==================== block 1
Figure 1. Metal 3 (block 1).
(2 px per µm) Cells faint in the background.
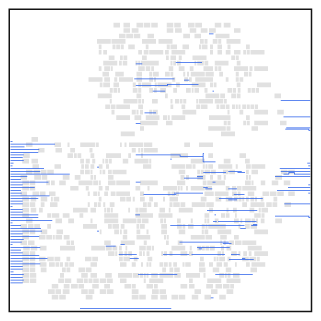

==> config.mk <==
export PLATFORM = sky130hd
export DESIGN_NAME = cpu_run_ctrl
export DESIGN_NICKNAME = d
export VERILOG_FILES = /design/src/rtl/cpu_ctrl_pkg.sv /design/src/rtl/cpu_stop_detect.sv /design/src/rtl/cpu_run_ctrl.sv
export SDC_FILE = /design/constraint.sdc
export NUM_CORES = 1
export LEC_CHECK = 0
export CORE_MARGIN = 5
export CORE_UTILIZATION = 25
export CTS_CLUSTER_DIAMETER = 80
export DETAILED_ROUTE_END_ITERATION = 6
export PLACE_DENSITY = 0.53
export SLEW_MARGIN = 20
export SYNTH_ARGS = -nofsm -noshare
export SYNTH_HDL_FRONTEND = slang
export SYNTH_SLANG_ARGS = --single-unit
==> constraint.sdc <==
create_clock -name clock -period 5.8 [get_ports clock]
set_clock_uncertainty 0.05 [all_clocks]
set_input_delay 1.45 -clock clock [delete_from_list [all_inputs] [get_ports clock]]
set_output_delay 1.45 -clock clock [all_outputs]
set_load 0.01 [all_outputs]
==> src/rtl/cpu_ctrl_pkg.sv <==
// cpu_ctrl_pkg: command, stop-reason and state encodings shared by the run controller
package cpu_ctrl_pkg;
  localparam logic [1:0] CMD_RUN   = 2'd0;
  localparam logic [1:0] CMD_STEP  = 2'd1;
  localparam logic [1:0] CMD_HALT  = 2'd2;
  localparam logic [1:0] CMD_CLEAR = 2'd3;
  localparam logic [2:0] SR_NONE      = 3'd0;
  localparam logic [2:0] SR_HALT_INSN = 3'd1;
  localparam logic [2:0] SR_BREAK     = 3'd2;
  localparam logic [2:0] SR_STEP_DONE = 3'd3;
  localparam logic [2:0] SR_USER      = 3'd4;
  localparam logic [2:0] SR_TIMEOUT   = 3'd5;
  typedef enum logic [2:0] {ST_INIT, ST_IDLE, ST_RUN, ST_STEP, ST_DONE} state_t;
endpackage

==> src/rtl/cpu_stop_detect.sv <==
// cpu_stop_detect: breakpoint match and prioritized stop-reason selection for a busy cycle
module cpu_stop_detect
  import cpu_ctrl_pkg::*;
#(
  parameter int ADDR_W     = 32,
  parameter int CNT_W      = 32,
  parameter int MAX_CYCLES = 0
) (
  input  state_t            state,
  input  logic              first,
  input  logic [ADDR_W-1:0] pc,
  input  logic              bp_en,
  input  logic [ADDR_W-1:0] bp_addr,
  input  logic              halt_insn,
  input  logic              halt_acc,
  input  logic [CNT_W-1:0]  steps_left,
  input  logic [CNT_W-1:0]  cmd_cycles,
  output logic              bp_hit,
  output logic              stop,
  output logic [2:0]        reason
);
  logic busy, timeout;
  // a breakpoint suppresses the commit, so halt_insn only counts when no breakpoint hit
  always_comb begin
    busy    = state == ST_RUN || state == ST_STEP;
    bp_hit  = busy & bp_en & (pc == bp_addr) & ~first;
    timeout = (MAX_CYCLES != 0) && (cmd_cycles + CNT_W'(1) == CNT_W'(MAX_CYCLES));
    reason  = bp_hit ? SR_BREAK
            : halt_insn ? SR_HALT_INSN
            : halt_acc ? SR_USER
            : (state == ST_STEP && steps_left == CNT_W'(1)) ? SR_STEP_DONE
            : timeout ? SR_TIMEOUT
            : SR_NONE;
    stop    = busy && reason != SR_NONE;
  end
endmodule

==> src/rtl/cpu_run_ctrl.sv <==
// cpu_run_ctrl: run/step controller producing CPU reset and per-cycle commit enable
module cpu_run_ctrl
  import cpu_ctrl_pkg::*;
#(
  parameter int RESET_CYCLES = 4,
  parameter int ADDR_W       = 32,
  parameter int CNT_W        = 32,
  parameter int MAX_CYCLES   = 0
) (
  input  logic              clock,
  input  logic              reset_n,
  input  logic              cmd_valid,
  input  logic [1:0]        cmd_op,
  input  logic [CNT_W-1:0]  cmd_steps,
  output logic              cmd_ready,
  input  logic [ADDR_W-1:0] pc,
  input  logic              halt_insn,
  input  logic              bp_en,
  input  logic [ADDR_W-1:0] bp_addr,
  output logic              cpu_rst_n,
  output logic              cpu_en,
  output logic              busy,
  output logic              done,
  output logic [2:0]        stop_reason,
  output logic [CNT_W-1:0]  cycle_count
);
  localparam int RST_W = $clog2(RESET_CYCLES + 1);
  state_t state, state_nx;
  logic [RST_W-1:0] rst_cnt;
  logic [CNT_W-1:0] steps_left, cmd_cycles;
  logic first, bp_hit, stop, accept, halt_acc;
  logic [2:0] reason;

  cpu_stop_detect #(.ADDR_W(ADDR_W), .CNT_W(CNT_W), .MAX_CYCLES(MAX_CYCLES)) u_stop (
    .state(state), .first(first), .pc(pc), .bp_en(bp_en), .bp_addr(bp_addr),
    .halt_insn(halt_insn), .halt_acc(halt_acc), .steps_left(steps_left),
    .cmd_cycles(cmd_cycles), .bp_hit(bp_hit), .stop(stop), .reason(reason)
  );

  // decoded status; only HALT is accepted while executing, others stay pending
  always_comb begin
    busy      = state == ST_RUN || state == ST_STEP;
    done      = state == ST_DONE;
    cmd_ready = state == ST_IDLE || done || (busy && cmd_op == CMD_HALT);
    cpu_en    = busy & ~bp_hit;
    accept    = cmd_valid & cmd_ready;
    halt_acc  = accept & busy;
  end

  // next state: INIT counts out, busy states stop on any reason, idle states take commands
  always_comb begin
    state_nx = state == ST_INIT ? (rst_cnt == RST_W'(RESET_CYCLES - 1) ? ST_IDLE : ST_INIT)
             : busy ? (stop ? ST_DONE : state)
             : !accept ? state
             : cmd_op == CMD_RUN ? ST_RUN
             : cmd_op == CMD_STEP ? ST_STEP
             : cmd_op == CMD_CLEAR ? ST_INIT
             : state;
  end

  // state register plus counters, registered CPU reset and latched stop reason
  always_ff @(posedge clock) begin
    if (!reset_n) begin
      state       <= ST_INIT;
      rst_cnt     <= '0;
      cpu_rst_n   <= 1'b0;
      stop_reason <= SR_NONE;
      cycle_count <= '0;
      steps_left  <= '0;
      cmd_cycles  <= '0;
      first       <= 1'b0;
    end else begin
      state     <= state_nx;
      cpu_rst_n <= state_nx != ST_INIT;
      rst_cnt   <= state == ST_INIT ? rst_cnt + RST_W'(1) : '0;
      if (cpu_en) begin
        cycle_count <= &cycle_count ? cycle_count : cycle_count + CNT_W'(1);
        cmd_cycles  <= cmd_cycles + CNT_W'(1);
        if (state == ST_STEP) steps_left <= steps_left - CNT_W'(1);
      end
      if (busy) first <= 1'b0;
      if (stop) stop_reason <= reason;
      if (!busy && accept && cmd_op != CMD_HALT) begin
        stop_reason <= SR_NONE;
        cmd_cycles  <= '0;
        first       <= 1'b1;
        steps_left  <= cmd_steps == '0 ? CNT_W'(1) : cmd_steps;
        if (cmd_op == CMD_CLEAR) cycle_count <= '0;
      end
    end
  end
endmodule

==================== block 2
**config.mk**
```make
export PLATFORM = sky130hd
export DESIGN_NAME = pipe_stage_reg
export DESIGN_NICKNAME = d
export VERILOG_FILES = /design/src/rtl/pipe_pkg.sv /design/src/rtl/sat_counter.sv /design/src/rtl/pipe_stage_reg.sv
export SDC_FILE = /design/constraint.sdc
export NUM_CORES = 1
export LEC_CHECK = 0
export CAP_MARGIN = 10
export CORE_AREA = 2 2 160 162
export CTS_CLUSTER_DIAMETER = 120
export DETAILED_ROUTE_END_ITERATION = 8
export DIE_AREA = 0 0 162 164
export PLACE_DENSITY = 0.77
export SLEW_MARGIN = 20
export SYNTH_ARGS = -nofsm -noshare
export SYNTH_HDL_FRONTEND = slang
export SYNTH_SLANG_ARGS = --single-unit
```
**constraint.sdc**
```tcl
create_clock -name clk -period 6.7 [get_ports clk]
set_input_delay 1.005 -clock clk [delete_from_list [all_inputs] [get_ports clk]]
set_output_delay 1.005 -clock clk [all_outputs]
set_load 0.01 [all_outputs]
```
**src/rtl/pipe_pkg.sv**
```systemverilog
`default_nettype none
// ============================================================================
// Module      : pipe_pkg
// Description : Shared action encoding, priority-mode constants and default
//               widths for the pipeline-stage registers.
// Revision    : 1.0 - initial release
// ============================================================================
package pipe_pkg;

    typedef enum logic [1:0] {
        ACT_RESET = 2'd0,
        ACT_HOLD  = 2'd1,
        ACT_FLUSH = 2'd2,
        ACT_LOAD  = 2'd3
    } action_e;

    localparam int PRIO_STALL = 0;
    localparam int PRIO_FLUSH = 1;

    // Defaults shared by the IF/ID, ID/EX, EX/MEM and MEM/WB instances
    localparam int DEF_CTRL_W = 16;
    localparam int DEF_DATA_W = 160;
    localparam int DEF_CNT_W  = 16;

endpackage : pipe_pkg
`default_nettype wire

```
**src/rtl/sat_counter.sv**
```systemverilog
`default_nettype none
// ============================================================================
// Module      : sat_counter
// Description : Saturating event counter with synchronous clear.
// Revision    : 1.0 - initial release
// ============================================================================
module sat_counter #(
    parameter int W = 16
) (
    input  logic         clk,
    input  logic         rst_n,
    input  logic         clr,
    input  logic         inc,
    output logic [W-1:0] cnt
);

    localparam logic [W-1:0] c_max = {W{1'b1}};
    localparam logic [W-1:0] c_one = {{(W-1){1'b0}}, 1'b1};

    logic [W-1:0] r_cnt;

    // Clear wins over increment; the counter sticks at its maximum
    always_ff @(posedge clk) begin
        if (!rst_n) begin
            r_cnt <= '0;
        end else if (clr) begin
            r_cnt <= '0;
        end else if (inc && (r_cnt != c_max)) begin
            r_cnt <= r_cnt + c_one;
        end
    end

    assign cnt = r_cnt;

endmodule : sat_counter
`default_nettype wire

```
**src/rtl/pipe_stage_reg.sv**
```systemverilog
`default_nettype none
// ============================================================================
// Module      : pipe_stage_reg
// Description : Parametrised pipeline-stage register with stall/flush control
//               and saturating stall, flush and bubble event counters.
// Revision    : 1.0 - initial release
// ============================================================================
module pipe_stage_reg
    import pipe_pkg::*;
#(
    parameter int CTRL_W           = DEF_CTRL_W,
    parameter int DATA_W           = DEF_DATA_W,
    parameter int CNT_W            = DEF_CNT_W,
    parameter int FLUSH_OVER_STALL = PRIO_STALL,
    parameter int FLUSH_ZERO_DATA  = 0
) (
    input  logic              clk,
    input  logic              rst_n,
    input  logic              stall,
    input  logic              flush,
    input  logic              valid_in,
    input  logic [CTRL_W-1:0] ctrl_in,
    input  logic [DATA_W-1:0] data_in,
    input  logic              cnt_clr,
    output logic              valid_out,
    output logic [CTRL_W-1:0] ctrl_out,
    output logic [DATA_W-1:0] data_out,
    output logic [CNT_W-1:0]  stall_cnt,
    output logic [CNT_W-1:0]  flush_cnt,
    output logic [CNT_W-1:0]  bubble_cnt
);

    action_e             w_action;
    logic                w_stall_ev;
    logic                w_flush_ev;
    logic                w_bubble_ev;

    logic                r_valid;
    logic [CTRL_W-1:0]   r_ctrl;
    logic [DATA_W-1:0]   r_data;

    always_comb begin
        w_action = ACT_LOAD;
        if (!rst_n) begin
            w_action = ACT_RESET;
        end else if (FLUSH_OVER_STALL == PRIO_FLUSH) begin
            if (flush) begin
                w_action = ACT_FLUSH;
            end else if (stall) begin
                w_action = ACT_HOLD;
            end
        end else begin
            if (stall) begin
                w_action = ACT_HOLD;
            end else if (flush) begin
                w_action = ACT_FLUSH;
            end
        end
    end

    // Flush never loads data_in: upstream data may be stale during a load-use stall
    always_ff @(posedge clk) begin
        case (w_action)
            ACT_RESET: begin
                r_valid <= 1'b0;
                r_ctrl  <= '0;
                r_data  <= '0;
            end
            ACT_FLUSH: begin
                r_valid <= 1'b0;
                r_ctrl  <= '0;
                if (FLUSH_ZERO_DATA != 0) begin
                    r_data <= '0;
                end
            end
            ACT_LOAD: begin
                r_valid <= valid_in;
                r_ctrl  <= valid_in ? ctrl_in : '0;
                r_data  <= data_in;
            end
            default: begin
            end
        endcase
    end

    assign valid_out = r_valid;
    assign ctrl_out  = r_ctrl;
    assign data_out  = r_data;

    assign w_stall_ev  = (w_action == ACT_HOLD);
    assign w_flush_ev  = (w_action == ACT_FLUSH);
    assign w_bubble_ev = (w_action == ACT_FLUSH) || ((w_action == ACT_LOAD) && !valid_in);

    sat_counter #(.W(CNT_W)) u_stall_cnt (
        .clk   (clk),
        .rst_n (rst_n),
        .clr   (cnt_clr),
        .inc   (w_stall_ev),
        .cnt   (stall_cnt)
    );

    sat_counter #(.W(CNT_W)) u_flush_cnt (
        .clk   (clk),
        .rst_n (rst_n),
        .clr   (cnt_clr),
        .inc   (w_flush_ev),
        .cnt   (flush_cnt)
    );

    sat_counter #(.W(CNT_W)) u_bubble_cnt (
        .clk   (clk),
        .rst_n (rst_n),
        .clr   (cnt_clr),
        .inc   (w_bubble_ev),
        .cnt   (bubble_cnt)
    );

endmodule : pipe_stage_reg
`default_nettype wire

```
Figure 2. Signal wires by layer (block 2).
(2 px per µm)
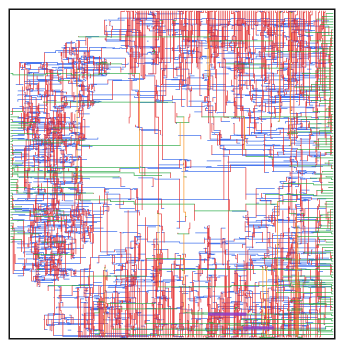
metal 2: marked red, wire length 14,000 µm. metal 1: marked blue, wire length 10,800 µm. metal 4: marked orange, wire length 698 µm. metal 3: marked green, wire length 2,990 µm. metal 5: marked purple, wire length 31.3 µm.
drt wl/cell: 19.8 µm
GRT Resource Usage Total: 0.205
vias: 7,183
final WL: 28.6 mm

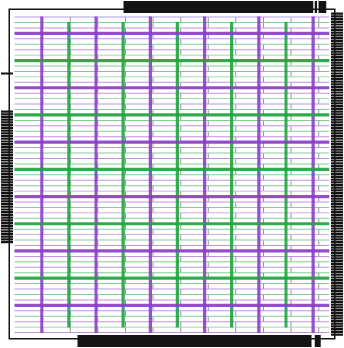
Figure 3: block 2, PDN straps and rails.
(2 px per µm) Pins as bars on the die edge. Tap cells in gray.
VDD: marked green. VSS: marked purple.
11 straps on met5. 407 signal pins sit on the boundary. 330 tap cells. The core has 58 rows. 11 straps on met4.
Max VDD drop: 0.135 mV
Die Ht: 164 µm
Core Region: 24,800 µm²
Die X: 162 µm

==> Slide: Implementation Results, block 2 <==
Run Summary

Status
  – Outcome: completed

Synthesis
  – Synthesized Nets: 870
  – YS chip area: 9110 µm²
  – Synth async-reset ratio: 0
  – Mux frac, synth: 0.00440

Final timing
  – Finish-stage setup viols: 0

Layout
  – Number of non-clock buffers: 413
  – MI comb area: 2690 µm²
  – Most frequently placed logic cells in the final layout: clkdlybuf4s50_1 (406), edfxtp_1 (177), and2_1 (164)
  – Multi-input gates: 419

Power
  – Sw power: 0.000831 W
  – Sw Ratio: 0.220
  – Comb power: 0.000559 W

Floorplan
  – Io pins: 407
  – Tap cells: 330
  – Number of cell rows: 58

Hold path
  – Hold path depth: 2
  – Min-Delay Endpoint: u_stall_cnt.cnt[15]

Detailed routing
  – Top sig layer: met5

Clocking
  – # H-tree levels: 1
[block 2: state kept, by name, summed over array words and instances, names as in the netlist]
name / cells
u_bubble_cnt.cnt: 16
data_out: 160
valid_out: 1
u_flush_cnt.cnt: 16
ctrl_out: 16
u_stall_cnt.cnt: 16
[block 2: critical path: stages]
cell,delay [ns]
clkdlybuf4s50_1,0.54
nor2b_1,0.27
ha_4,0.62
and2b_1,0.46
o2111ai_4,0.21
or4_1,0.51
a21oi_1,0.15
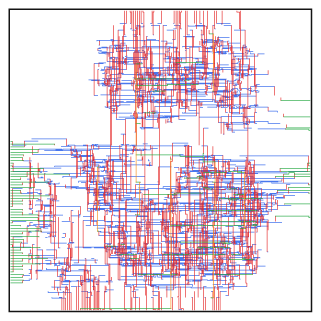
Figure 4: block 1, signal wires by layer.
(2 px per µm)
metal 4: marked orange, wire length 303 µm. metal 1: marked blue, wire length 7,760 µm. metal 3: marked green, wire length 1,180 µm. metal 2: marked red, wire length 7,910 µm.
GRT Resource Usage Total: 0.149
drt wl/cell: 17.0 µm
vias: 5,429
final WL: 17.2 mm

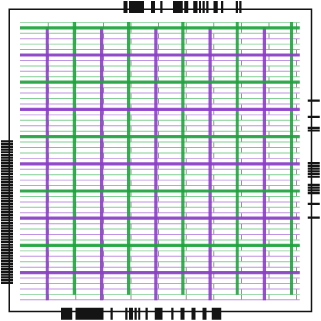
Figure 5: block 1, PDN straps and rails.
(2 px per µm) Pins as bars on the die edge. Tap cells in gray.
VDD: marked green. VSS: marked purple.
52 met1 rails follow the rows. 10 straps on met5. 10 straps on met4. 143 signal pins sit on the boundary. The core has 51 rows.
Die X: 150 µm
Core Region: 19,400 µm²
Max VDD drop: 0.106 mV
Die Ht: 150 µm

About Figure 1:
The layer carries 1,180 µm of wire. The wires run mostly horizontal. The longest straight run is 45.3 µm.
met3 Usage GRT: 0.0310

==> Slide: Implementation Results, block 1 <==
Run Summary

Status
  – Outcome: completed

Final timing
  – Finish-stage setup viols: 0
  – Tmin final: 5.23 ns
  – Fmax: 191 MHz

Worst setup path
  – CP Data Required Time: 4.30 ns
  – Crit-path leading delay family: buffers and inverters
  – Worst path depth: 7

Power
  – Pint: 0.00116 W
  – Comb power: 0.000577 W

Layout
  – Storage cell area: 1500 µm²
  – Invs w/o clock: 22

Synthesis
  – Post-synth top cells: dfxtp_1 (75), nand4_1 (47), a21oi_1 (41)
  – Post-synthesis adder-cell area fraction: 0.0127
  – Synth top cell by count: dfxtp_1
  – Synth async-reset ratio: 0

Detailed routing
  – Pre-Repair DR Iteration Count: 5
  – Vias/cell: 5.37

Global route
  – Vias in the first global route: 5,206
  – First-pass GRT wire length: 27.2 mm

Floorplan
  – Io pins: 143

Clocking
  – CTS root buf: clkbuf_16

Place
  – Post-DP HPWL: 12.6 mm
## block 1: placed cells by master, fill, tap and decap left out, types with 8 or more instances in the layout
cell	n
nor3_1	22
a32o_1	21
and3_1	8
clkbuf_16	9
o21ai_0	11
o21ai_1	15
or3_1	17
nand4_1	47
nor4_1	16
xnor2_1	33
dfxtp_1	74
nand2_1	40
or4_1	14
nor2_1	36
a21oi_1	40
nand3_1	26
clkdlybuf4s50_1	142
o31ai_1	11
inv_1	20
buf_4	9

==> screenshots <==
M2 wires.
shot_01.png
(1.5 px per µm)
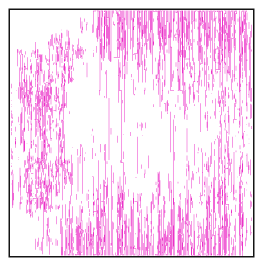
shot_02.png
(2 px per µm)
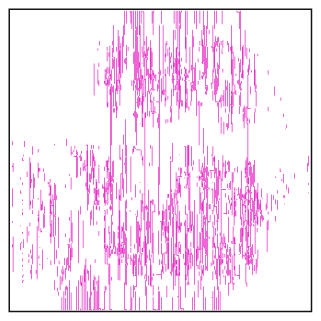
- largest die: shot_01.png
block 1 -> shot_02.png
block 2 -> shot_01.png

Key to shot_02.png:
The layer holds 46% of the routed length. 703 nets have wire on it. The layer carries 7,910 µm of wire. The wires run mostly vertical.



==> screenshots <==
Clock wiring as the flow saved it.
(a)
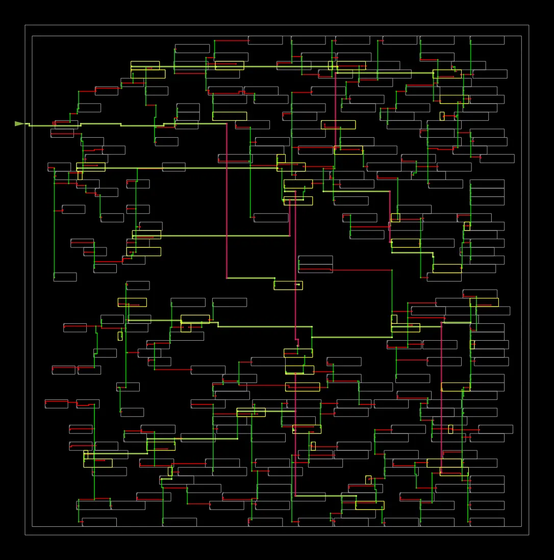
(b)
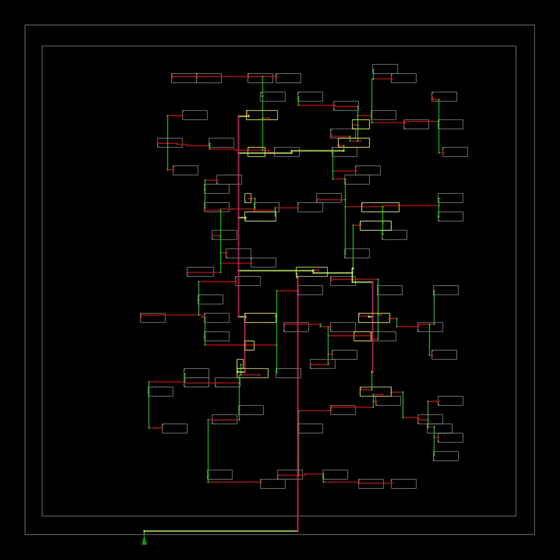
The one with the most sequential cells is (a).
The one with the most clock buffers is (a).
(b): block 1
(a): block 2

Power figures rest on the tool's default switching activity, not on a simulated workload.
